=== block 1 ===
**Block 1: sequential cells grouped by signal name**

Bar = 20 um. Other sequential cells in the stronger grey, the rest of the logic in the fainter grey.
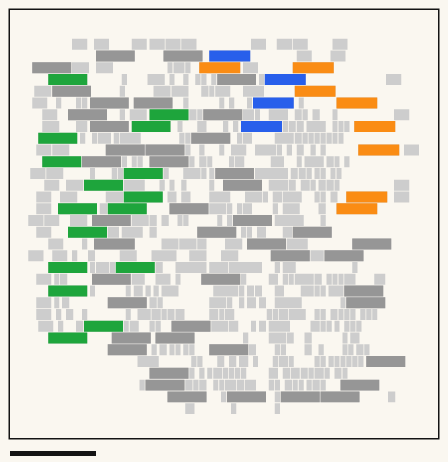

[config.mk]
export PLATFORM = sky130hd
export DESIGN_NAME = seg7_scan_controller_flat
export DESIGN_NICKNAME = d
export VERILOG_FILES = /design/src/rtl/seg7_scan_controller_pkg.sv /design/src/rtl/seg7_scan_controller_if.sv /design/src/rtl/seg7_scan_controller_decoder.sv /design/src/rtl/seg7_scan_controller.sv /design/src/flat_wrapper.sv
export SDC_FILE = /design/constraint.sdc
export NUM_CORES = 1
export LEC_CHECK = 0
export ABC_AREA = 1
export CORE_MARGIN = 4
export CORE_UTILIZATION = 45
export DETAILED_ROUTE_END_ITERATION = 8
export PLACE_DENSITY_LB_ADDON = 0.2
export SLEW_MARGIN = 20
export SYNTH_ARGS = -nofsm -noshare
export SYNTH_HDL_FRONTEND = slang
export SYNTH_SLANG_ARGS = --single-unit
[constraint.sdc]
create_clock -name clock -period 4.75 [get_ports clock]
set_input_delay 1.425 -clock clock [delete_from_list [all_inputs] [get_ports clock]]
set_output_delay 1.425 -clock clock [all_outputs]
set_load 0.05 [all_outputs]
[src/rtl/seg7_scan_controller_pkg.sv]
// ----------------------------------------------------------------------------
// seg7_pkg
// Shared types and constants for the 4-digit 7-segment scan controller.
//   seg_pattern_t : active-low segment byte, [0]=a .. [6]=g, [7]=DP
//   scan_state_t  : scan FSM states (BLANK, SHOW)
//   SEG_OFF       : all segments dark
//   DIGITS_OFF    : all digit enables inactive
//   nibble_sel()  : picks the nibble shown on digit i (digit 0 = [15:12])
// ----------------------------------------------------------------------------
package seg7_pkg;

  typedef logic [7:0] seg_pattern_t;

  typedef enum logic {
    BLANK = 1'b0,
    SHOW  = 1'b1
  } scan_state_t;

  localparam seg_pattern_t SEG_OFF    = 8'hFF;
  localparam logic [3:0]   DIGITS_OFF = 4'hF;

  // Digit 0 is the leftmost digit and carries the most significant nibble.
  function automatic logic [3:0] nibble_sel(input logic [15:0] value, input logic [1:0] idx);
    logic [3:0] nib;
    case (idx)
      2'd0:    nib = value[15:12];
      2'd1:    nib = value[11:8];
      2'd2:    nib = value[7:4];
      default: nib = value[3:0];
    endcase
    return nib;
  endfunction

endpackage

[src/rtl/seg7_scan_controller_if.sv]
// ----------------------------------------------------------------------------
// seg7_scan_controller_if
// Load handshake between the core debug output and the scan controller.
//   loadData  : 16-bit hex value, [15:12] -> digit 0 .. [3:0] -> digit 3
//   loadDp    : decimal points, bit i -> digit i
//   loadValid : load request from the producer
//   loadReady : shadow buffer empty; transfer when loadValid && loadReady
// Modports: master (producer), slave (scan controller).
// ----------------------------------------------------------------------------
interface seg7_scan_controller_if;

  logic [15:0] loadData;
  logic [3:0]  loadDp;
  logic        loadValid;
  logic        loadReady;

  modport master (
    output loadData,
    output loadDp,
    output loadValid,
    input  loadReady
  );

  modport slave (
    input  loadData,
    input  loadDp,
    input  loadValid,
    output loadReady
  );

endinterface

[src/rtl/seg7_scan_controller_decoder.sv]
// ----------------------------------------------------------------------------
// hex7seg_decoder
// Combinational hex-to-7-segment decoder for a common-anode display.
//   nibble_i : 4-bit hex digit
//   seg_n_o  : active-low segment pattern, [0]=a .. [6]=g
// ----------------------------------------------------------------------------
module hex7seg_decoder (
  input  logic [3:0] nibble_i,
  output logic [6:0] seg_n_o
);

  // Lookup table of the sixteen hex glyphs.
  always_comb begin
    seg_n_o = 7'h7F;
    case (nibble_i)
      4'h0:    seg_n_o = 7'h40;
      4'h1:    seg_n_o = 7'h79;
      4'h2:    seg_n_o = 7'h24;
      4'h3:    seg_n_o = 7'h30;
      4'h4:    seg_n_o = 7'h19;
      4'h5:    seg_n_o = 7'h12;
      4'h6:    seg_n_o = 7'h02;
      4'h7:    seg_n_o = 7'h78;
      4'h8:    seg_n_o = 7'h00;
      4'h9:    seg_n_o = 7'h10;
      4'hA:    seg_n_o = 7'h08;
      4'hB:    seg_n_o = 7'h03;
      4'hC:    seg_n_o = 7'h46;
      4'hD:    seg_n_o = 7'h21;
      4'hE:    seg_n_o = 7'h06;
      4'hF:    seg_n_o = 7'h0E;
      default: seg_n_o = 7'h7F;
    endcase
  end

endmodule

[src/rtl/seg7_scan_controller.sv]
// ----------------------------------------------------------------------------
// seg7_scan_controller
// Time-multiplexed scan of a 4-digit common-anode 7-segment display. A value
// is taken into a shadow buffer over a valid/ready handshake and only becomes
// visible at a frame boundary, so a frame never mixes two values. Every digit
// slot starts with a blanking interval to suppress ghosting.
// Ports:
//   clock      : system clock
//   notReset   : asynchronous active-low reset
//   load       : load handshake (seg7_scan_controller_if.slave)
//   segment    : active-low segments, [0]=a .. [6]=g, [7]=DP (registered)
//   digit      : active-low digit enables, bit i = digit i (registered)
//   frameStart : one-cycle pulse on the cycle the active value is committed
// Parameters: SLOT_CYCLES (>= 2), BLANK_CYCLES (< SLOT_CYCLES).
// Build option: SEG7_LEADING_ZERO_BLANK_EN darkens leading zero digits
// (digit 3 always shown, DP unaffected).
// ----------------------------------------------------------------------------
module seg7_scan_controller
  import seg7_pkg::*;
#(
  parameter int SLOT_CYCLES  = 50000,
  parameter int BLANK_CYCLES = 2500
) (
  input  logic                    clock,
  input  logic                    notReset,
  seg7_scan_controller_if.slave   load,
  output logic [7:0]              segment,
  output logic [3:0]              digit,
  output logic                    frameStart
);

  localparam int CW = $clog2(SLOT_CYCLES);
  localparam logic [CW-1:0] SLOT_LAST  = CW'(SLOT_CYCLES - 1);
  localparam logic [CW-1:0] BLANK_LAST = (BLANK_CYCLES > 0) ? CW'(BLANK_CYCLES - 1) : '0;

  if (SLOT_CYCLES < 2 || BLANK_CYCLES >= SLOT_CYCLES || BLANK_CYCLES < 0) begin : g_param_check
    $error("seg7_scan_controller: need SLOT_CYCLES >= 2 and 0 <= BLANK_CYCLES < SLOT_CYCLES");
  end

  scan_state_t  state_q, state_d;
  logic [CW-1:0] cnt_q, cnt_d;
  logic [1:0]   idx_q, idx_d;
  logic [15:0]  active_val_q, active_val_d;
  logic [3:0]   active_dp_q, active_dp_d;
  logic [15:0]  pend_val_q, pend_val_d;
  logic [3:0]   pend_dp_q, pend_dp_d;
  logic         ready_q, ready_d;
  seg_pattern_t seg_q, seg_d;
  logic [3:0]   dig_q, dig_d;
  logic         fs_q, fs_d;

  logic         slot_end_s;
  logic         frame_end_s;
  logic         accept_s;
  logic         lz_s;
  logic [3:0]   nib_s;
  logic [6:0]   dec_s;

  assign slot_end_s  = (state_q == SHOW) && (cnt_q == SLOT_LAST);
  assign frame_end_s = slot_end_s && (idx_q == 2'd3);
  assign accept_s    = load.loadValid && ready_q;

  // Scan FSM, slot counter, shadow buffer and frame-boundary commit.
  always_comb begin
    state_d      = state_q;
    cnt_d        = cnt_q + CW'(1);
    idx_d        = idx_q;
    active_val_d = active_val_q;
    active_dp_d  = active_dp_q;
    pend_val_d   = pend_val_q;
    pend_dp_d    = pend_dp_q;
    ready_d      = ready_q;
    fs_d         = frame_end_s;

    case (state_q)
      BLANK: begin
        if (BLANK_CYCLES == 0 || cnt_q == BLANK_LAST) begin
          state_d = SHOW;
        end else begin
          state_d = BLANK;
        end
      end
      SHOW: begin
        if (slot_end_s) begin
          cnt_d   = '0;
          idx_d   = idx_q + 2'd1;
          // With no blanking interval the next slot starts directly in SHOW.
          state_d = (BLANK_CYCLES == 0) ? SHOW : BLANK;
        end else begin
          state_d = SHOW;
        end
      end
      default: begin
        state_d = BLANK;
        cnt_d   = '0;
      end
    endcase

    // Accept only while empty; a full buffer is drained only at the frame
    // boundary, so a load taken on the boundary edge waits one more frame.
    if (accept_s) begin
      pend_val_d = load.loadData;
      pend_dp_d  = load.loadDp;
      ready_d    = 1'b0;
    end else if (frame_end_s && !ready_q) begin
      active_val_d = pend_val_q;
      active_dp_d  = pend_dp_q;
      ready_d      = 1'b1;
    end else begin
      ready_d = ready_q;
    end
  end

  // Outputs are computed from the next state so they change on the entry edge.
  assign nib_s = nibble_sel(active_val_d, idx_d);

  hex7seg_decoder u_dec (
    .nibble_i (nib_s),
    .seg_n_o  (dec_s)
  );

  // Leading-zero suppression looks only at the value about to be displayed.
  always_comb begin
`ifdef SEG7_LEADING_ZERO_BLANK_EN
    case (idx_d)
      2'd0:    lz_s = (active_val_d[15:12] == 4'h0);
      2'd1:    lz_s = (active_val_d[15:8] == 8'h00);
      2'd2:    lz_s = (active_val_d[15:4] == 12'h000);
      default: lz_s = 1'b0;
    endcase
`else
    lz_s = 1'b0;
`endif
  end

  // Next segment/digit drive for the state being entered.
  always_comb begin
    seg_d = SEG_OFF;
    dig_d = DIGITS_OFF;
    if (state_d == SHOW) begin
      dig_d = ~(4'b0001 << idx_d);
      seg_d = {~active_dp_d[idx_d], (lz_s ? 7'h7F : dec_s)};
    end else begin
      dig_d = DIGITS_OFF;
      seg_d = SEG_OFF;
    end
  end

  // State and output registers; reset discards any pending value.
  always_ff @(posedge clock or negedge notReset) begin
    if (!notReset) begin
      state_q      <= BLANK;
      cnt_q        <= '0;
      idx_q        <= 2'd0;
      active_val_q <= 16'h0000;
      active_dp_q  <= 4'h0;
      pend_val_q   <= 16'h0000;
      pend_dp_q    <= 4'h0;
      ready_q      <= 1'b1;
      seg_q        <= SEG_OFF;
      dig_q        <= DIGITS_OFF;
      fs_q         <= 1'b0;
    end else begin
      state_q      <= state_d;
      cnt_q        <= cnt_d;
      idx_q        <= idx_d;
      active_val_q <= active_val_d;
      active_dp_q  <= active_dp_d;
      pend_val_q   <= pend_val_d;
      pend_dp_q    <= pend_dp_d;
      ready_q      <= ready_d;
      seg_q        <= seg_d;
      dig_q        <= dig_d;
      fs_q         <= fs_d;
    end
  end

  assign segment        = seg_q;
  assign digit          = dig_q;
  assign frameStart     = fs_q;
  assign load.loadReady = ready_q;

endmodule

[src/flat_wrapper.sv]
// flat-port wrapper written by rule: the top's interface ports become plain ports
module seg7_scan_controller_flat import seg7_pkg::*;
#(
  parameter int SLOT_CYCLES  = 50000,
  parameter int BLANK_CYCLES = 2500
)
  (clock, notReset, segment, digit, frameStart, load_loadData, load_loadDp, load_loadValid, load_loadReady);
  seg7_scan_controller_if load_i ();
  input  logic clock;
  input  logic notReset;
  output logic [7:0] segment;
  output logic [3:0] digit;
  output logic frameStart;
  input wire logic [$bits(load_i.loadData)-1:0] load_loadData;
  input wire logic [$bits(load_i.loadDp)-1:0] load_loadDp;
  input wire logic [$bits(load_i.loadValid)-1:0] load_loadValid;
  output wire logic [$bits(load_i.loadReady)-1:0] load_loadReady;
  assign load_i.loadData = load_loadData;
  assign load_i.loadDp = load_loadDp;
  assign load_i.loadValid = load_loadValid;
  assign load_loadReady = load_i.loadReady;
  seg7_scan_controller #(.SLOT_CYCLES(SLOT_CYCLES), .BLANK_CYCLES(BLANK_CYCLES)) u_core (.clock(clock), .notReset(notReset), .load(load_i), .segment(segment), .digit(digit), .frameStart(frameStart));
endmodule
=== block 2 ===
## src/rtl/serial_operand_demux_if.sv

```systemverilog
// Bundles the control, serial data and operand outputs of serial_operand_demux.
// The master drives the frame controls and the slave (the demux) drives the operands.
interface serial_operand_demux_if #(
    parameter int unsigned WIDTH = 16
);
    logic             inStart;
    logic             inSel;
    logic             inBit;
    logic             inValid;
    logic             inClear;
    logic [WIDTH-1:0] outA;
    logic [WIDTH-1:0] outB;
    logic             outValidA;
    logic             outValidB;
    logic             outPair;
    logic             outDone;
    logic             outBusy;

    modport master (
        output inStart, inSel, inBit, inValid, inClear,
        input  outA, outB, outValidA, outValidB, outPair, outDone, outBusy
    );

    modport slave (
        input  inStart, inSel, inBit, inValid, inClear,
        output outA, outB, outValidA, outValidB, outPair, outDone, outBusy
    );
endinterface

```

## src/rtl/serial_operand_demux.sv

```systemverilog
// Deserializes an LSB-first bit stream into a WIDTH-bit word and routes it to operand A or B,
// with per-operand valid flags so the adder can start once both operands are present.
module serial_operand_demux #(
    parameter int unsigned WIDTH = 16
) (
    input logic                  inClk,
    input logic                  inRst,
    serial_operand_demux_if.slave bus
);
    localparam int unsigned CntW = $clog2(WIDTH + 1);
    localparam logic [CntW-1:0] LastCnt = CntW'(WIDTH - 1);

    typedef enum logic [0:0] {StIdle, StShift} stateE;

    stateE            stateQ, stateD;
    logic [CntW-1:0]  cntQ, cntD;
    logic [WIDTH-1:0] shregQ, shregD;
    logic             destQ, destD;
    logic [WIDTH-1:0] aQ, aD;
    logic [WIDTH-1:0] bQ, bD;
    logic             validAQ, validAD;
    logic             validBQ, validBD;
    logic             doneQ, doneD;
    logic [WIDTH-1:0] shifted;
    logic             store;

    always_ff @(posedge inClk) begin
        if (inRst) begin
            stateQ  <= StIdle;
            cntQ    <= '0;
            shregQ  <= '0;
            destQ   <= 1'b0;
            aQ      <= '0;
            bQ      <= '0;
            validAQ <= 1'b0;
            validBQ <= 1'b0;
            doneQ   <= 1'b0;
        end else begin
            stateQ  <= stateD;
            cntQ    <= cntD;
            shregQ  <= shregD;
            destQ   <= destD;
            aQ      <= aD;
            bQ      <= bD;
            validAQ <= validAD;
            validBQ <= validBD;
            doneQ   <= doneD;
        end
    end

    always_comb begin
        stateD  = stateQ;
        cntD    = cntQ;
        shregD  = shregQ;
        destD   = destQ;
        aD      = aQ;
        bD      = bQ;
        validAD = validAQ;
        validBD = validBQ;
        store   = 1'b0;
        shifted = {bus.inBit, shregQ[WIDTH-1:1]};

        unique case (stateQ)
            StIdle: begin
                if (bus.inStart) begin
                    destD  = bus.inSel;
                    cntD   = '0;
                    shregD = '0;
                    stateD = StShift;
                end
            end
            StShift: begin
                if (bus.inValid) begin
                    shregD = shifted;
                    cntD   = cntQ + CntW'(1);
                    if (cntQ == LastCnt) begin
                        store  = 1'b1;
                        stateD = StIdle;
                    end
                end
            end
            default: stateD = StIdle;
        endcase

        // Clear first so a store on the same edge still leaves its own flag set.
        if (bus.inClear) begin
            validAD = 1'b0;
            validBD = 1'b0;
        end
        if (store) begin
            if (destQ) begin
                bD      = shifted;
                validBD = 1'b1;
            end else begin
                aD      = shifted;
                validAD = 1'b1;
            end
        end
        doneD = store;
    end

    assign bus.outA      = aQ;
    assign bus.outB      = bQ;
    assign bus.outValidA = validAQ;
    assign bus.outValidB = validBQ;
    assign bus.outPair   = validAQ & validBQ;
    assign bus.outDone   = doneQ;
    assign bus.outBusy   = (stateQ == StShift);
endmodule

```

## src/flat_wrapper.sv

```systemverilog
// flat-port wrapper written by rule: the top's interface ports become plain ports
module serial_operand_demux_flat 
#(
    parameter int unsigned WIDTH = 16
)
  (inClk, inRst, bus_inStart, bus_inSel, bus_inBit, bus_inValid, bus_inClear, bus_outA, bus_outB, bus_outValidA, bus_outValidB, bus_outPair, bus_outDone, bus_outBusy);
  serial_operand_demux_if #(.WIDTH(WIDTH)) bus_i ();
  input logic inClk;
  input logic inRst;
  input wire logic [$bits(bus_i.inStart)-1:0] bus_inStart;
  input wire logic [$bits(bus_i.inSel)-1:0] bus_inSel;
  input wire logic [$bits(bus_i.inBit)-1:0] bus_inBit;
  input wire logic [$bits(bus_i.inValid)-1:0] bus_inValid;
  input wire logic [$bits(bus_i.inClear)-1:0] bus_inClear;
  output wire logic [$bits(bus_i.outA)-1:0] bus_outA;
  output wire logic [$bits(bus_i.outB)-1:0] bus_outB;
  output wire logic [$bits(bus_i.outValidA)-1:0] bus_outValidA;
  output wire logic [$bits(bus_i.outValidB)-1:0] bus_outValidB;
  output wire logic [$bits(bus_i.outPair)-1:0] bus_outPair;
  output wire logic [$bits(bus_i.outDone)-1:0] bus_outDone;
  output wire logic [$bits(bus_i.outBusy)-1:0] bus_outBusy;
  assign bus_i.inStart = bus_inStart;
  assign bus_i.inSel = bus_inSel;
  assign bus_i.inBit = bus_inBit;
  assign bus_i.inValid = bus_inValid;
  assign bus_i.inClear = bus_inClear;
  assign bus_outA = bus_i.outA;
  assign bus_outB = bus_i.outB;
  assign bus_outValidA = bus_i.outValidA;
  assign bus_outValidB = bus_i.outValidB;
  assign bus_outPair = bus_i.outPair;
  assign bus_outDone = bus_i.outDone;
  assign bus_outBusy = bus_i.outBusy;
  serial_operand_demux #(.WIDTH(WIDTH)) u_core (.inClk(inClk), .inRst(inRst), .bus(bus_i));
endmodule
```

## config.mk

```make
export PLATFORM = sky130hd
export DESIGN_NAME = serial_operand_demux_flat
export DESIGN_NICKNAME = d
export VERILOG_FILES = /design/src/rtl/serial_operand_demux_if.sv /design/src/rtl/serial_operand_demux.sv /design/src/flat_wrapper.sv
export SDC_FILE = /design/constraint.sdc
export NUM_CORES = 1
export LEC_CHECK = 0
export CORE_UTILIZATION = 40
export DETAILED_ROUTE_END_ITERATION = 7
export MAX_ROUTING_LAYER = met4
export PLACE_DENSITY = 0.73
export REMOVE_ABC_BUFFERS = 1
export SLEW_MARGIN = 20
export SYNTH_ARGS = -nofsm -noshare
export SYNTH_HDL_FRONTEND = slang
export SYNTH_SLANG_ARGS = --single-unit
export TNS_END_PERCENT = 5
```

## constraint.sdc

```tcl
create_clock -name inClk -period 3 [get_ports inClk]
set_clock_uncertainty 0.05 [all_clocks]
set_input_delay 0.6 -clock inClk [delete_from_list [all_inputs] [get_ports inClk]]
set_output_delay 0.6 -clock inClk [all_outputs]
set_load 0.005 [all_outputs]
```

=== block 3 ===
[src/rtl/pwm_fader_pkg.sv]
// Shared types for the PWM fader: FSM state encoding.
package pwm_fader_pkg;

  typedef enum logic [2:0] {
    IDLE    = 3'd0,
    UP      = 3'd1,
    HOLD_HI = 3'd2,
    DOWN    = 3'd3,
    HOLD_LO = 3'd4
  } fader_state_t;

endpackage

[src/rtl/pwm_fader_tick_gen.sv]
// Prescaler: emits a one-cycle tick every rate+1 enabled cycles.
// rate is used live; lowering it below the running count ticks at once.
module tick_gen #(
  parameter int unsigned PW = 16
) (
  input  logic          clk,
  input  logic          rst,
  input  logic          ena,
  input  logic [PW-1:0] rate,
  output logic          tick
);

  logic [PW-1:0] pcnt_q, pcnt_d;

  assign tick = ena && (pcnt_q >= rate);

  // Next count: wrap on tick, otherwise advance; frozen while disabled.
  always_comb begin
    pcnt_d = pcnt_q;
    if (ena) begin
      pcnt_d = tick ? '0 : pcnt_q + PW'(1);
    end
  end

  // Count register, asynchronously cleared.
  always_ff @(posedge clk or negedge rst) begin
    if (!rst) pcnt_q <= '0;
    else      pcnt_q <= pcnt_d;
  end

endmodule

[src/rtl/pwm_fader.sv]
// PWM fader: ramps duty 0..MAX, dwells, ramps back to 0, dwells, then
// finishes (single-shot) or repeats (loop). One duty change per tick.
module pwm_fader
  import pwm_fader_pkg::*;
#(
  parameter int unsigned N  = 8,
  parameter int unsigned PW = 16
) (
  input  logic          clk,
  input  logic          rst,
  input  logic          ena,
  input  logic          start,
  input  logic          stop,
  input  logic          loop,
  input  logic [PW-1:0] rate,
  input  logic [N-1:0]  hold,
  output logic          step,
  output logic [N-1:0]  duty,
  output logic          busy,
  output logic          done
);

  localparam logic [N-1:0] MAX = '1;

  logic tick;

  fader_state_t state_q, state_d;
  logic [N-1:0] duty_q, duty_d;
  logic [N-1:0] hcnt_q, hcnt_d;
  logic [N-1:0] hold_q, hold_d;
  logic         loop_q, loop_d;
  logic         done_q, done_d;
  logic         step_q;

  tick_gen #(.PW(PW)) u_tick_gen (
    .clk  (clk),
    .rst  (rst),
    .ena  (ena),
    .rate (rate),
    .tick (tick)
  );

  // Next-state logic: stop overrides everything; other moves happen on tick.
  always_comb begin
    state_d = state_q;
    duty_d  = duty_q;
    hcnt_d  = hcnt_q;
    hold_d  = hold_q;
    loop_d  = loop_q;
    done_d  = 1'b0;
    if (stop) begin
      state_d = IDLE;
      duty_d  = '0;
      hcnt_d  = '0;
    end else begin
      unique case (state_q)
        IDLE: begin
          duty_d = '0;
          if (start) begin
            state_d = UP;
            hold_d  = hold;
            loop_d  = loop;
          end
        end
        UP: begin
          if (tick) begin
            if (duty_q == MAX) begin
              state_d = HOLD_HI;
              hcnt_d  = '0;
            end else begin
              duty_d = duty_q + N'(1);
            end
          end
        end
        HOLD_HI: begin
          if (tick) begin
            if (hcnt_q == hold_q) state_d = DOWN;
            else                  hcnt_d  = hcnt_q + N'(1);
          end
        end
        DOWN: begin
          if (tick) begin
            if (duty_q == '0) begin
              state_d = HOLD_LO;
              hcnt_d  = '0;
            end else begin
              duty_d = duty_q - N'(1);
            end
          end
        end
        HOLD_LO: begin
          if (tick) begin
            if (hcnt_q == hold_q) begin
              if (loop_q) begin
                state_d = UP;
              end else begin
                state_d = IDLE;
                done_d  = 1'b1;
              end
            end else begin
              hcnt_d = hcnt_q + N'(1);
            end
          end
        end
        default: begin
          state_d = IDLE;
          duty_d  = '0;
          hcnt_d  = '0;
        end
      endcase
    end
  end

  // State, counters and registered strobes.
  always_ff @(posedge clk or negedge rst) begin
    if (!rst) begin
      state_q <= IDLE;
      duty_q  <= '0;
      hcnt_q  <= '0;
      hold_q  <= '0;
      loop_q  <= 1'b0;
      done_q  <= 1'b0;
      step_q  <= 1'b0;
    end else begin
      state_q <= state_d;
      duty_q  <= duty_d;
      hcnt_q  <= hcnt_d;
      hold_q  <= hold_d;
      loop_q  <= loop_d;
      done_q  <= done_d;
      step_q  <= tick;
    end
  end

  assign step = step_q;
  assign duty = duty_q;
  assign done = done_q;
  assign busy = (state_q != IDLE);

endmodule

[config.mk]
export PLATFORM = sky130hd
export DESIGN_NAME = pwm_fader
export DESIGN_NICKNAME = d
export VERILOG_FILES = /design/src/rtl/pwm_fader_pkg.sv /design/src/rtl/pwm_fader_tick_gen.sv /design/src/rtl/pwm_fader.sv
export SDC_FILE = /design/constraint.sdc
export NUM_CORES = 1
export LEC_CHECK = 0
export ABC_AREA = 1
export ABC_CLOCK_PERIOD_IN_PS = 2350
export CORE_MARGIN = 2
export CORE_UTILIZATION = 56
export DETAILED_ROUTE_END_ITERATION = 10
export PLACE_DENSITY = 0.81
export SYNTH_ARGS = -nofsm -noshare
export SYNTH_HDL_FRONTEND = slang
export SYNTH_SLANG_ARGS = --single-unit
export TNS_END_PERCENT = 1
[constraint.sdc]
create_clock -name clk -period 2.35 [get_ports clk]
set_clock_uncertainty 0.05 [all_clocks]
set_input_delay 0.5875 -clock clk [delete_from_list [all_inputs] [get_ports clk]]
set_output_delay 0.5875 -clock clk [all_outputs]
set_load 0.01 [all_outputs]
=== block 4 ===
$ cat src/rtl/axilite_rr_master.sv
// Two-client AXI-Lite master: round-robin grant, one single-beat transaction in flight,
// watchdog abort on a stalled slave. Every output is a register.
module axilite_rr_master #(
   parameter int TIMEOUT = 64
) (
   input  logic        m_axi_aclk,
   input  logic        m_axi_areset,
   input  logic [1:0]  req_valid,
   input  logic [1:0]  req_write,
   input  logic [63:0] req_addr,
   input  logic [63:0] req_wdata,
   output logic [1:0]  req_accept,
   output logic [1:0]  rsp_valid,
   output logic [31:0] rsp_rdata,
   output logic [1:0]  rsp_resp,
   output logic        timeout_err,
   output logic        m_axi_awvalid,
   output logic [31:0] m_axi_awaddr,
   input  logic        m_axi_awready,
   output logic        m_axi_wvalid,
   output logic [31:0] m_axi_wdata,
   input  logic        m_axi_wready,
   input  logic        m_axi_bvalid,
   input  logic [1:0]  m_axi_bresp,
   output logic        m_axi_bready,
   output logic        m_axi_arvalid,
   output logic [31:0] m_axi_araddr,
   input  logic        m_axi_arready,
   input  logic        m_axi_rvalid,
   input  logic [31:0] m_axi_rdata,
   input  logic [1:0]  m_axi_rresp,
   output logic        m_axi_rready,
   output logic [2:0]  dbg_state
);

   // A beat transfers on a rising edge where valid and ready are both high; valid is
   // never withdrawn before that edge and drops in the cycle right after it.
   typedef enum logic [2:0] {
      S_IDLE    = 3'd0,
      S_WR      = 3'd1,
      S_WR_RESP = 3'd2,
      S_RD_ADDR = 3'd3,
      S_RD_DATA = 3'd4,
      S_DONE    = 3'd5
   } state_t;

   state_t      r_state, w_state_nxt;
   logic        r_last_grant, w_last_grant_nxt;
   logic        r_grant, w_grant_nxt;
   logic [31:0] r_addr, w_addr_nxt;
   logic [31:0] r_wdata, w_wdata_nxt;
   logic [15:0] r_cnt, w_cnt_nxt;
   logic [1:0]  r_req_accept, w_req_accept_nxt;
   logic [1:0]  r_rsp_valid, w_rsp_valid_nxt;
   logic [31:0] r_rsp_rdata, w_rsp_rdata_nxt;
   logic [1:0]  r_rsp_resp, w_rsp_resp_nxt;
   logic        r_timeout_err, w_timeout_err_nxt;
   logic        r_awvalid, w_awvalid_nxt;
   logic        r_wvalid, w_wvalid_nxt;
   logic        r_bready, w_bready_nxt;
   logic        r_arvalid, w_arvalid_nxt;
   logic        r_rready, w_rready_nxt;
   logic        w_sel, w_waiting, w_progress;
   logic        w_aw_hs, w_w_hs, w_b_hs, w_ar_hs, w_r_hs, w_expired;

   assign w_aw_hs   = r_awvalid & m_axi_awready;
   assign w_w_hs    = r_wvalid  & m_axi_wready;
   assign w_b_hs    = r_bready  & m_axi_bvalid;
   assign w_ar_hs   = r_arvalid & m_axi_arready;
   assign w_r_hs    = r_rready  & m_axi_rvalid;
   // This stalled cycle would bring the wait count up to TIMEOUT.
   assign w_expired = ({1'b0, r_cnt} + 17'd1) >= 17'(TIMEOUT);

   always_comb begin
      w_state_nxt       = r_state;
      w_last_grant_nxt  = r_last_grant;
      w_grant_nxt       = r_grant;
      w_addr_nxt        = r_addr;
      w_wdata_nxt       = r_wdata;
      w_cnt_nxt         = r_cnt;
      w_req_accept_nxt  = 2'b00;
      w_rsp_valid_nxt   = 2'b00;
      w_rsp_rdata_nxt   = r_rsp_rdata;
      w_rsp_resp_nxt    = r_rsp_resp;
      w_timeout_err_nxt = r_timeout_err;
      w_awvalid_nxt     = r_awvalid;
      w_wvalid_nxt      = r_wvalid;
      w_bready_nxt      = r_bready;
      w_arvalid_nxt     = r_arvalid;
      w_rready_nxt      = r_rready;
      w_sel             = 1'b0;
      w_waiting         = 1'b0;
      w_progress        = 1'b0;
      case (r_state)
         S_IDLE: begin
            if (|req_valid) begin
               if (&req_valid) begin
                  w_sel            = ~r_last_grant;
                  w_last_grant_nxt = ~r_last_grant;
               end else begin
                  w_sel = req_valid[1];
               end
               w_grant_nxt      = w_sel;
               w_req_accept_nxt = w_sel ? 2'b10 : 2'b01;
               w_addr_nxt       = w_sel ? req_addr[63:32]  : req_addr[31:0];
               w_wdata_nxt      = w_sel ? req_wdata[63:32] : req_wdata[31:0];
               w_cnt_nxt        = '0;
               if (req_write[w_sel]) begin
                  w_state_nxt   = S_WR;
                  w_awvalid_nxt = 1'b1;
                  w_wvalid_nxt  = 1'b1;
               end else begin
                  w_state_nxt   = S_RD_ADDR;
                  w_arvalid_nxt = 1'b1;
               end
            end
         end
         S_WR: begin
            w_waiting  = 1'b1;
            w_progress = w_aw_hs | w_w_hs;
            if (w_aw_hs) w_awvalid_nxt = 1'b0;
            if (w_w_hs)  w_wvalid_nxt  = 1'b0;
            if ((!r_awvalid || w_aw_hs) && (!r_wvalid || w_w_hs)) begin
               w_state_nxt  = S_WR_RESP;
               w_bready_nxt = 1'b1;
            end
         end
         S_WR_RESP: begin
            w_waiting  = 1'b1;
            w_progress = w_b_hs;
            if (w_b_hs) begin
               w_rsp_resp_nxt  = m_axi_bresp;
               w_rsp_rdata_nxt = '0;
               w_bready_nxt    = 1'b0;
               w_state_nxt     = S_DONE;
            end
         end
         S_RD_ADDR: begin
            w_waiting  = 1'b1;
            w_progress = w_ar_hs;
            if (w_ar_hs) begin
               w_arvalid_nxt = 1'b0;
               w_rready_nxt  = 1'b1;
               w_state_nxt   = S_RD_DATA;
            end
         end
         S_RD_DATA: begin
            w_waiting  = 1'b1;
            w_progress = w_r_hs;
            if (w_r_hs) begin
               w_rsp_rdata_nxt = m_axi_rdata;
               w_rsp_resp_nxt  = m_axi_rresp;
               w_rready_nxt    = 1'b0;
               w_state_nxt     = S_DONE;
            end
         end
         S_DONE: begin
            w_rsp_valid_nxt = r_grant ? 2'b10 : 2'b01;
            w_state_nxt     = S_IDLE;
         end
         default: w_state_nxt = S_IDLE;
      endcase
      // Watchdog: any handshake restarts the count; a stall that reaches TIMEOUT aborts.
      if (w_waiting) begin
         if (w_progress) begin
            w_cnt_nxt = '0;
         end else if (w_expired) begin
            w_awvalid_nxt     = 1'b0;
            w_wvalid_nxt      = 1'b0;
            w_bready_nxt      = 1'b0;
            w_arvalid_nxt     = 1'b0;
            w_rready_nxt      = 1'b0;
            w_rsp_resp_nxt    = 2'b10;
            w_rsp_rdata_nxt   = '0;
            w_timeout_err_nxt = 1'b1;
            w_state_nxt       = S_DONE;
         end else begin
            w_cnt_nxt = r_cnt + 16'd1;
         end
      end
   end

   always_ff @(posedge m_axi_aclk) begin
      if (m_axi_areset) begin
         r_state       <= S_IDLE;
         r_last_grant  <= 1'b1;
         r_grant       <= 1'b0;
         r_addr        <= '0;
         r_wdata       <= '0;
         r_cnt         <= '0;
         r_req_accept  <= '0;
         r_rsp_valid   <= '0;
         r_rsp_rdata   <= '0;
         r_rsp_resp    <= '0;
         r_timeout_err <= 1'b0;
         r_awvalid     <= 1'b0;
         r_wvalid      <= 1'b0;
         r_bready      <= 1'b0;
         r_arvalid     <= 1'b0;
         r_rready      <= 1'b0;
      end else begin
         r_state       <= w_state_nxt;
         r_last_grant  <= w_last_grant_nxt;
         r_grant       <= w_grant_nxt;
         r_addr        <= w_addr_nxt;
         r_wdata       <= w_wdata_nxt;
         r_cnt         <= w_cnt_nxt;
         r_req_accept  <= w_req_accept_nxt;
         r_rsp_valid   <= w_rsp_valid_nxt;
         r_rsp_rdata   <= w_rsp_rdata_nxt;
         r_rsp_resp    <= w_rsp_resp_nxt;
         r_timeout_err <= w_timeout_err_nxt;
         r_awvalid     <= w_awvalid_nxt;
         r_wvalid      <= w_wvalid_nxt;
         r_bready      <= w_bready_nxt;
         r_arvalid     <= w_arvalid_nxt;
         r_rready      <= w_rready_nxt;
      end
   end

   assign req_accept    = r_req_accept;
   assign rsp_valid     = r_rsp_valid;
   assign rsp_rdata     = r_rsp_rdata;
   assign rsp_resp      = r_rsp_resp;
   assign timeout_err   = r_timeout_err;
   assign m_axi_awvalid = r_awvalid;
   assign m_axi_awaddr  = r_addr;
   assign m_axi_wvalid  = r_wvalid;
   assign m_axi_wdata   = r_wdata;
   assign m_axi_bready  = r_bready;
   assign m_axi_arvalid = r_arvalid;
   assign m_axi_araddr  = r_addr;
   assign m_axi_rready  = r_rready;
   assign dbg_state     = r_state;

endmodule

$ cat config.mk
export PLATFORM = sky130hd
export DESIGN_NAME = axilite_rr_master
export DESIGN_NICKNAME = d
export VERILOG_FILES = /design/src/rtl/axilite_rr_master.sv
export SDC_FILE = /design/constraint.sdc
export NUM_CORES = 1
export LEC_CHECK = 0
export CAP_MARGIN = 20
export CORE_MARGIN = 2
export CORE_UTILIZATION = 40
export CTS_CLUSTER_DIAMETER = 80
export DETAILED_ROUTE_END_ITERATION = 7
export HOLD_SLACK_MARGIN = 0.03
export PLACE_DENSITY = 0.86
export SLEW_MARGIN = 10
export SYNTH_ARGS = -nofsm -noshare
export SYNTH_HDL_FRONTEND = slang
export SYNTH_SLANG_ARGS = --single-unit
$ cat constraint.sdc
create_clock -name m_axi_aclk -period 6.54 [get_ports m_axi_aclk]
set_input_delay 1.308 -clock m_axi_aclk [delete_from_list [all_inputs] [get_ports m_axi_aclk]]
set_output_delay 1.308 -clock m_axi_aclk [all_outputs]
set_load 0.01 [all_outputs]
**Block 3: metal layers overlaid**

Bar = 20 um.
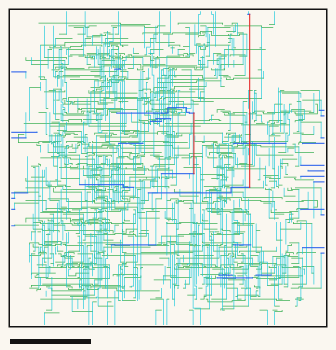
layer	colour	wire length
metal 3	blue	185 um
metal 2	cyan	3310 um
metal 4	red	57.8 um
metal 1	green	3250 um
All-Layer GR Usage: 0.228
total wire length: 6.81 mm

==> flow_summary_export.csv, block 3 <==
group,metric,value,unit
run_status,status,"completed",
cts,clock-root-buffer,"clkbuf_8",
final_timing,finalHoldViolCount,0,
cts,post_cts_resized,1,
cts,ctsHoldBuffers,0,
cells_and_area,utilization,0.730,
floorplanning,core_area,0.00541,sq mm
worst_hold_path,min_path_type,"input port to asynchronous set/reset pin",
power_and_ir_drop,p_clk_frac,0.181,
power_and_ir_drop,p_total,2.60,mW
drt,detail-route-antenna-nets,0,
cells_and_area,flop_area,0.00115,sq mm
floorplanning,placementRows,27,
logic_synthesis,synth-xor-area-share,0.0340,
run,warnings,27,
==> block 3: worst max path at each step <==
stage	slack, ns	cells after the start	to
after floorplan	0.31	12	duty[0]
after global placement	-0.29	16	hcnt_q[5]
after detailed placement	-0.33	17	hcnt_q[3]
after CTS	0.0007	16	hcnt_q[6]
after global routing	-0.09	14	u_tick_gen.pcnt_q[3]
final	0.07	17	hcnt_q[0]
==> block 3: cell type report <==
type                    count  area share
multi-input cells         295       0.442
flip-flops and latches     46       0.292
repair buffers             69       0.163
inverters                  63      0.0599
well taps                  72      0.0228
clock buffers               5      0.0174
clock inverters             2     0.00254
==> block 3: registers in the layout (all words and copies together) (netlist names) <==
signal,flops
duty,8
hold_q,8
hcnt_q,8
u_tick_gen.pcnt_q,16
state_q,3
loop_q,1
step,1
done,1
==> block 3: cells in the mapped netlist (2+ instances only) <==
library cell and number:
ha_1 24, inv_2 7, xnor2_1 9, o21ai_0 4, nand2_1 93, xor2_1 3
dfrtp_1 46, a31oi_1 4, buf_2 4, nand4_1 21, buf_4 2, o21bai_1 3
nand3_1 17, inv_1 56, a21oi_1 28, nor2_1 45, nor3_1 10, nand2_2 5
nor3b_1 3, nor3_2 3, o21ai_1 9, o21a_1 2
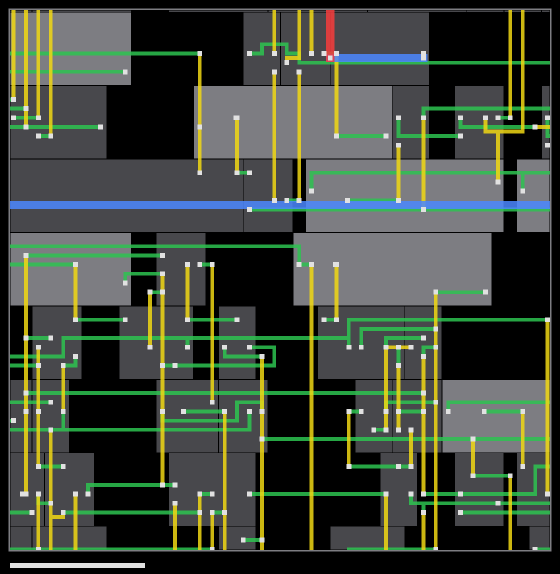
**Above:** block 4 (close-up of the layout).
Bar = 5 um. Region (53, 78) to (73, 98) um. Cells in grey, sequential cells in the stronger grey; small squares are vias.
layer	colour
metal 3	blue
metal 2	yellow
metal 4	red
metal 1	green
cells with their middle in the window	31
sequential cells in the window	6
most frequent	dfxtp_1 (6), nand2_1 (5)
netlist names of flops here include	r_cnt (3)

==> flow_summary_export.csv, block 4 <==
group,metric,value,unit
run_status,status,"completed",
cts,tritoncts,"yes",
worst_setup_path,reg2reg_from,"r_cnt[0]",
worst_hold_path,hold_depth,1,
power_and_ir_drop,power.leakage,3.43,nW
drt,dr.pass1.iters,4,
logic_synthesis,top_area_frac,0.438,
worst_setup_path,timing_worst_setup_path_type,"input port to register",
floorplanning,chipArea,0.0157,sq mm
logic_synthesis,top_cells_by_area,"dfxtp_1 (44%), mux2i_1 (11%), a211oi_1 (8.3%), nor2_1 (5.4%), buf_4 (4.2%)",
logic_synthesis,synthFlopType,"dfxtp_1",
worst_hold_path,worst_hold_path.endpoint,"rsp_valid[0]",
place,dp_hpwl,13.7,mm
cts,post_cts_buffers,0,
place,portBuffers,317,
drt,wl_met3,1.62,mm
worst_setup_path,cp.required,6.80,ns
drt,drt_iter0_drc,212,
cells_and_area,final_nets,1103,
cells_and_area,area_growth_syn_to_layout,61.4,%
drt,via_per_inst,5.13,
worst_setup_path,worst-r2r-cell-count,8,
logic_synthesis,synth_cell_types,50,
global_route,first_global_vias,5525,
drt,drt_wl_total,18.6,mm
floorplanning,fp_util,0.407,
drt,wl_per_cell,16.5,um
cts,clock-root-buffer,"clkbuf_16",
power_and_ir_drop,powerDensity,307,mW/mm^2
worst_setup_path,reg2reg_slack,3.56,ns
## block 4: layout make-up
cell class,instances,area [sq um]
multi-input cells,443,2830
well taps,184,230
flip-flops and latches,129,2580
diodes,1,2.50
inverters,11,41.3
clock inverters,8,100
fillers,1166,4960
clock buffers,24,512
repair buffers,324,3220
## block 4: state kept, by name, summed over array words and instances, names as in the netlist
register       cells
dbg_state          3
m_axi_wdata       32
m_axi_arvalid      1
m_axi_araddr      32
rsp_valid          2
m_axi_rready       1
r_cnt             16
m_axi_awvalid      1
m_axi_bready       1
r_grant            1
rsp_resp           2
req_accept         2
r_last_grant       1
m_axi_wvalid       1
rsp_rdata         32
timeout_err        1
## block 4: report_power, final
| group | internal [mW] | total (mW) | switching [mW] | leakage [nW] |
|---|---|---|---|---|
| combinational | 0.509 | 0.940 | 0.431 | 2.09 |
| clock | 0.621 | 0.968 | 0.347 | 0.290 |
| sequential | 0.911 | 1.02 | 0.107 | 1.06 |
| total | 2.04 | 2.93 | 0.885 | 3.43 |
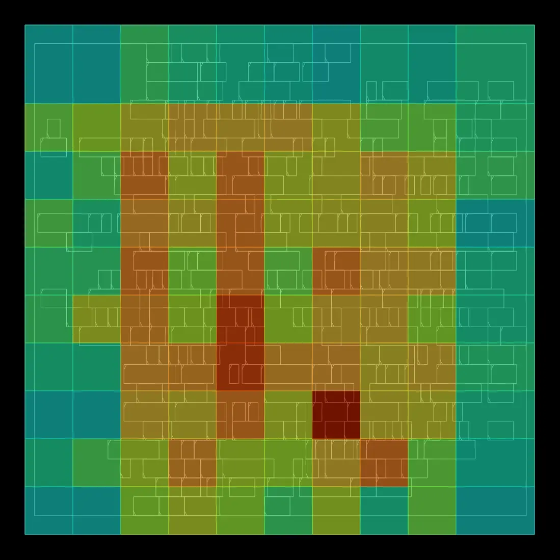
**Above:** block 2 (routing congestion map).
global routing met2 resource utilization: 0.277
met1 Use GR: 0.208

==> flow_summary_export.csv, block 2 <==
group,metric,value,unit
drt,drt_iter0_drc,77,
logic_synthesis,synth_cell_types,25,
logic_synthesis,syn_inst,236,
cts,clock.latency.late_pin,0.33,ns
floorplanning,core_area,0.00482,sq mm
drt,top_layer,"met4",
power_and_ir_drop,switching_power,0.324,mW
logic_synthesis,synthFlopType,"dfxtp_1",
global_route,grt_pass1_wl,6.97,mm
global_route,overflow,0,
place,dp_hpwl,2.68,mm
floorplanning,ioPinCount,44,
place,dp.cells,334,
worst_setup_path,cp-end-kind,"register",
logic_synthesis,ys_cells,236,
logic_synthesis,ys_sh_simple,0.202,
power_and_ir_drop,powerDensity,558,mW/mm^2
logic_synthesis,yosys.area.top_type,"dfxtp_1",
logic_synthesis,synth_warnings,0,
power_and_ir_drop,p_clk_frac,0.461,
worst_setup_path,endpoint,"u_core.bus.outA[7]",
run_status,status,"completed",
logic_synthesis,top_area_frac,0.560,
worst_setup_path,cpMostUsedCell,"ha_1",
logic_synthesis,most_common_cell,"nand2_1",
place,portBuffers,43,
cts,cts_buffer_depth,2,
place,dpl_cell_area,0.00251,sq mm
cts,cts.htree.levels,3,
logic_synthesis,synth.mux.area_fraction,0.0147,
worst_setup_path,worstSetupStartpointType,"register",
drt,via_per_inst,4.91,
worst_setup_path,arrival,2.23,ns
cells_and_area,mi_logic_area,815,sq um
power_and_ir_drop,pwr-share-comb,0.031,
power_and_ir_drop,p_int,1.18,mW
global_route,antenna_found_initial,0,
cells_and_area,layout_top_cells,"nand2_1 (65), dfxtp_1 (57), clkdlybuf4s50_1 (42)",
power_and_ir_drop,power.leakage,0.908,nW
global_route,top_usage_layer,"met2",
worst_hold_path,min_path_type,"register to register",
-- block 2: area by class of cell --
| type | count | share of cell area |
|---|---|---|
| timing repair buffer | 48 | 0.172 |
| tap | 67 | 0.0311 |
| clock inverter | 3 | 0.0148 |
| clock buffer | 13 | 0.0552 |
| sequential | 57 | 0.423 |
| inverter | 2 | 0.00278 |
| multi-input combinational | 160 | 0.302 |
-- block 2: registers in the layout (all words and copies together), names as in the netlist --
| signal | cells |
|---|---|
| u_core.destQ | 1 |
| u_core.bus.outDone | 1 |
| u_core.bus.outA | 16 |
| u_core.bus.outB | 16 |
| u_core.bus.outValidA | 1 |
| u_core.cntQ | 5 |
| u_core.shregQ | 15 |
| u_core.bus.outValidB | 1 |
| u_core.bus.outBusy | 1 |
-- block 2: power by group through the flow --
stage | combinational, mW | sequential (mW) | clock [mW]
floorplan | 0.0167 | 0.780 | 0
global placement | 0.0468 | 0.781 | 0
detailed placement | 0.0474 | 0.781 | 0
CTS | 0.0476 | 0.764 | 0.707
global route | 0.0507 | 0.765 | 0.736
finish | 0.0474 | 0.764 | 0.695
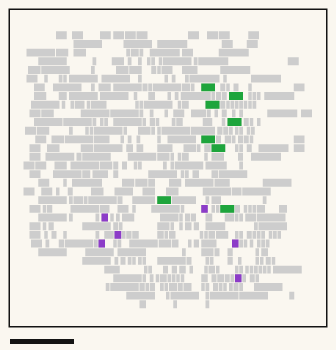
**Above:** block 1 (gate families picked out).
Bar = 20 um.
family	colour	cells
fa/ha/maj cells	green	8
and/or cells	purple	6
Commonest Layout Cell: nand2_1
combinational share of cell area: 0.375
final non-filler cell total: 559

Notes on 'sequential cells grouped by signal name' of block 1 above:
signal	colour	placed flops
u_core.digit	blue	4
u_core.segment	orange	8
u_core.pend_val_q	green	16
not coloured	45
Final Util: 0.553
Reg area: 0.00184 sq mm

==> flow_summary_export.csv, block 1 <==
group,metric,value,unit
run_status,status,"completed",
logic_synthesis,syn_inst,410,
global_route,grt.met2_usage,0.223,
place,dp_slack,1.68,ns
final_timing,fmax,0.313,GHz
drt,dr_wl_met2,3.12,mm
global_route,grt_pass1_wl,12.2,mm
cts,cts_buffer_depth,2,
floorplanning,fp_util,0.473,
floorplanning,placementRows,32,
global_route,grt_max_degree,48,
place,dp_hpwl,5.16,mm
worst_setup_path,crit_cells,1,
worst_setup_path,path_delay_family,"buffers and inverters",
global_route,grt_usage,0.155,
==> block 1: registers in the layout (all words and copies together), names as in the netlist <==
name,cells
u_core.state_q,1
u_core.digit,4
u_core.pend_dp_q,4
u_core.idx_q,2
u_core.active_val_q,16
u_core.load.loadReady,1
u_core.active_dp_q,4
u_core.pend_val_q,16
u_core.cnt_q,16
u_core.frameStart,1
u_core.segment,8
==> block 1: area by class of cell <==
| class | count | area [sq um] |
|---|---|---|
| Clock buffer | 9 | 124 |
| Clock inverter | 7 | 61.3 |
| Fill cell | 698 | 3530 |
| Inverter | 55 | 208 |
| Multi-Input combinational cell | 276 | 1630 |
| Sequential cell | 73 | 1840 |
| Tap cell | 102 | 128 |
| Timing Repair Buffer | 37 | 363 |
==> block 1: through the flow <==
stage	utilization	power, mW
4_1_cts	0.553	1.18
3_5_place_dp	0.529	0.714
5_1_grt	0.553	1.21
3_3_place_gp	0.529	0.711
2_1_floorplan	-	0.677
6_report	0.553	1.16
==> block 1: where the power goes <==
group | internal (mW) | switching (mW) | total, mW
clock | 0.199 | 0.259 | 0.458
sequential | 0.641 | 0.00971 | 0.651
combinational | 0.0286 | 0.0211 | 0.0496
total | 0.869 | 0.290 | 1.16


==> gallery <==
Close-up of the layout.
image #1
Bar = 5 um. Region (27, 41) to (47, 61) um. Cells in grey, sequential cells in the stronger grey; small squares are vias.
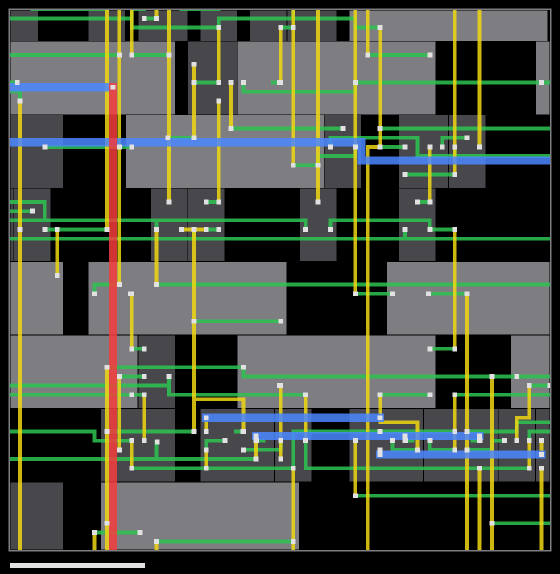
image #2
Bar = 5 um. Region (40, 59) to (60, 79) um. Cells in grey, sequential cells in the stronger grey; small squares are vias.
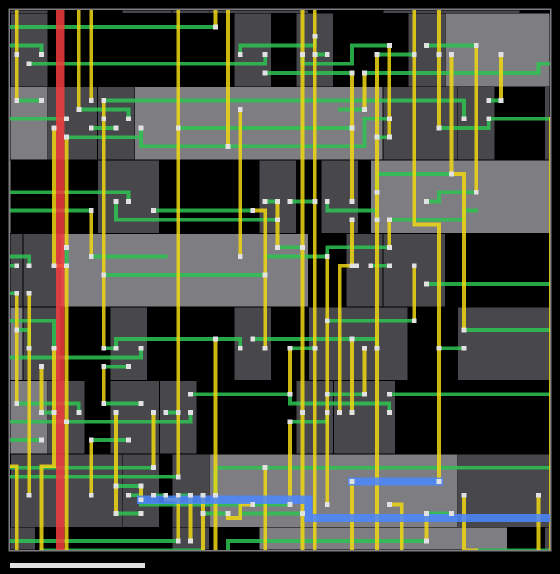
image #3
Bar = 5 um. Region (29, 45) to (49, 65) um. Cells in grey, sequential cells in the stronger grey; small squares are vias.
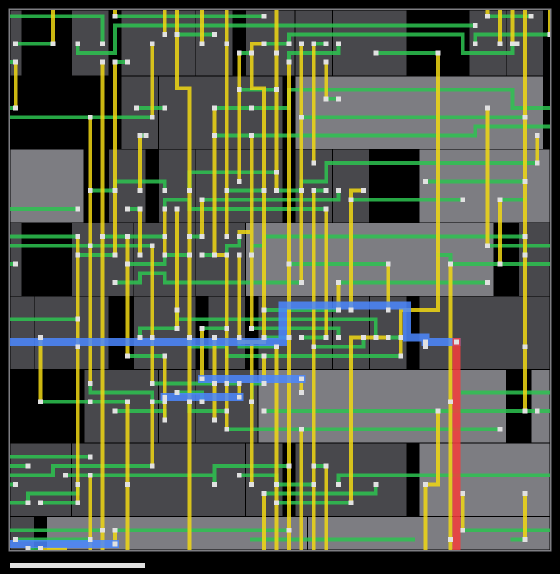
Block 1 is image #2.
Block 2 is image #1.
Block 3 is image #3.

Key to image #3:
layer	colour
metal 4	red
metal 3	blue
metal 2	yellow
metal 1	green
sequential cells in the window	5
netlist names of flops here include	hcnt_q (4), u_tick_gen.pcnt_q (1)
cells with their middle in the window	37
most frequent	nand2_1 (9), nand4_1 (5), dfrtp_1 (5)


==> layout pictures side by side <==
Sequential cells grouped by signal name.
(a)
Bar = 50 um. Other sequential cells in the stronger grey, the rest of the logic in the fainter grey.
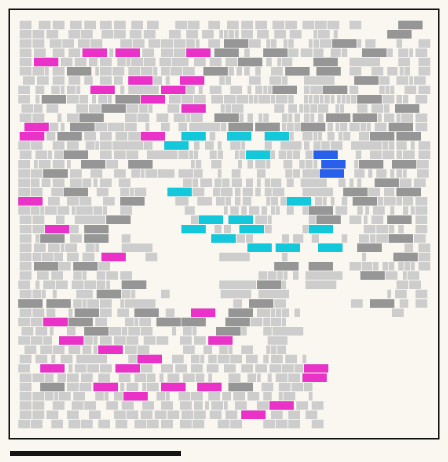
(b)
Bar = 20 um. Other sequential cells in the stronger grey, the rest of the logic in the fainter grey.
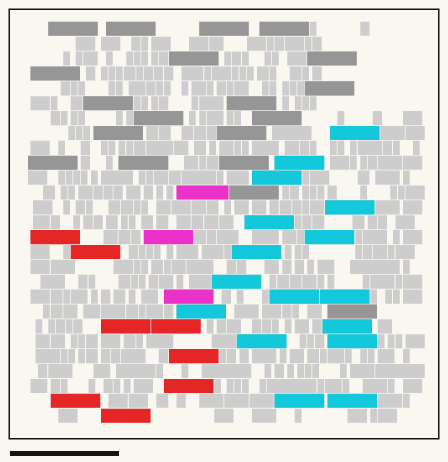
(c)
Bar = 20 um. Other sequential cells in the stronger grey, the rest of the logic in the fainter grey.
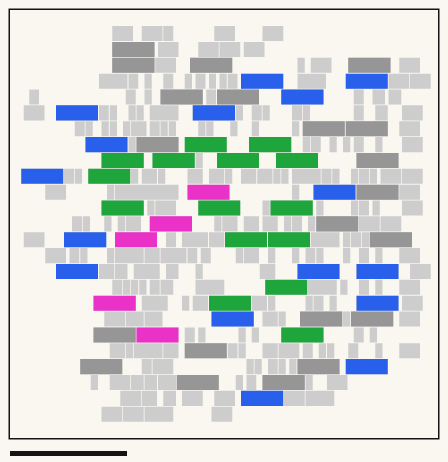
- most cells: (a)
block 2 -> (c)
block 4 -> (a)
block 3 -> (b)

Power figures rest on the tool's default switching activity, not on a simulated workload.
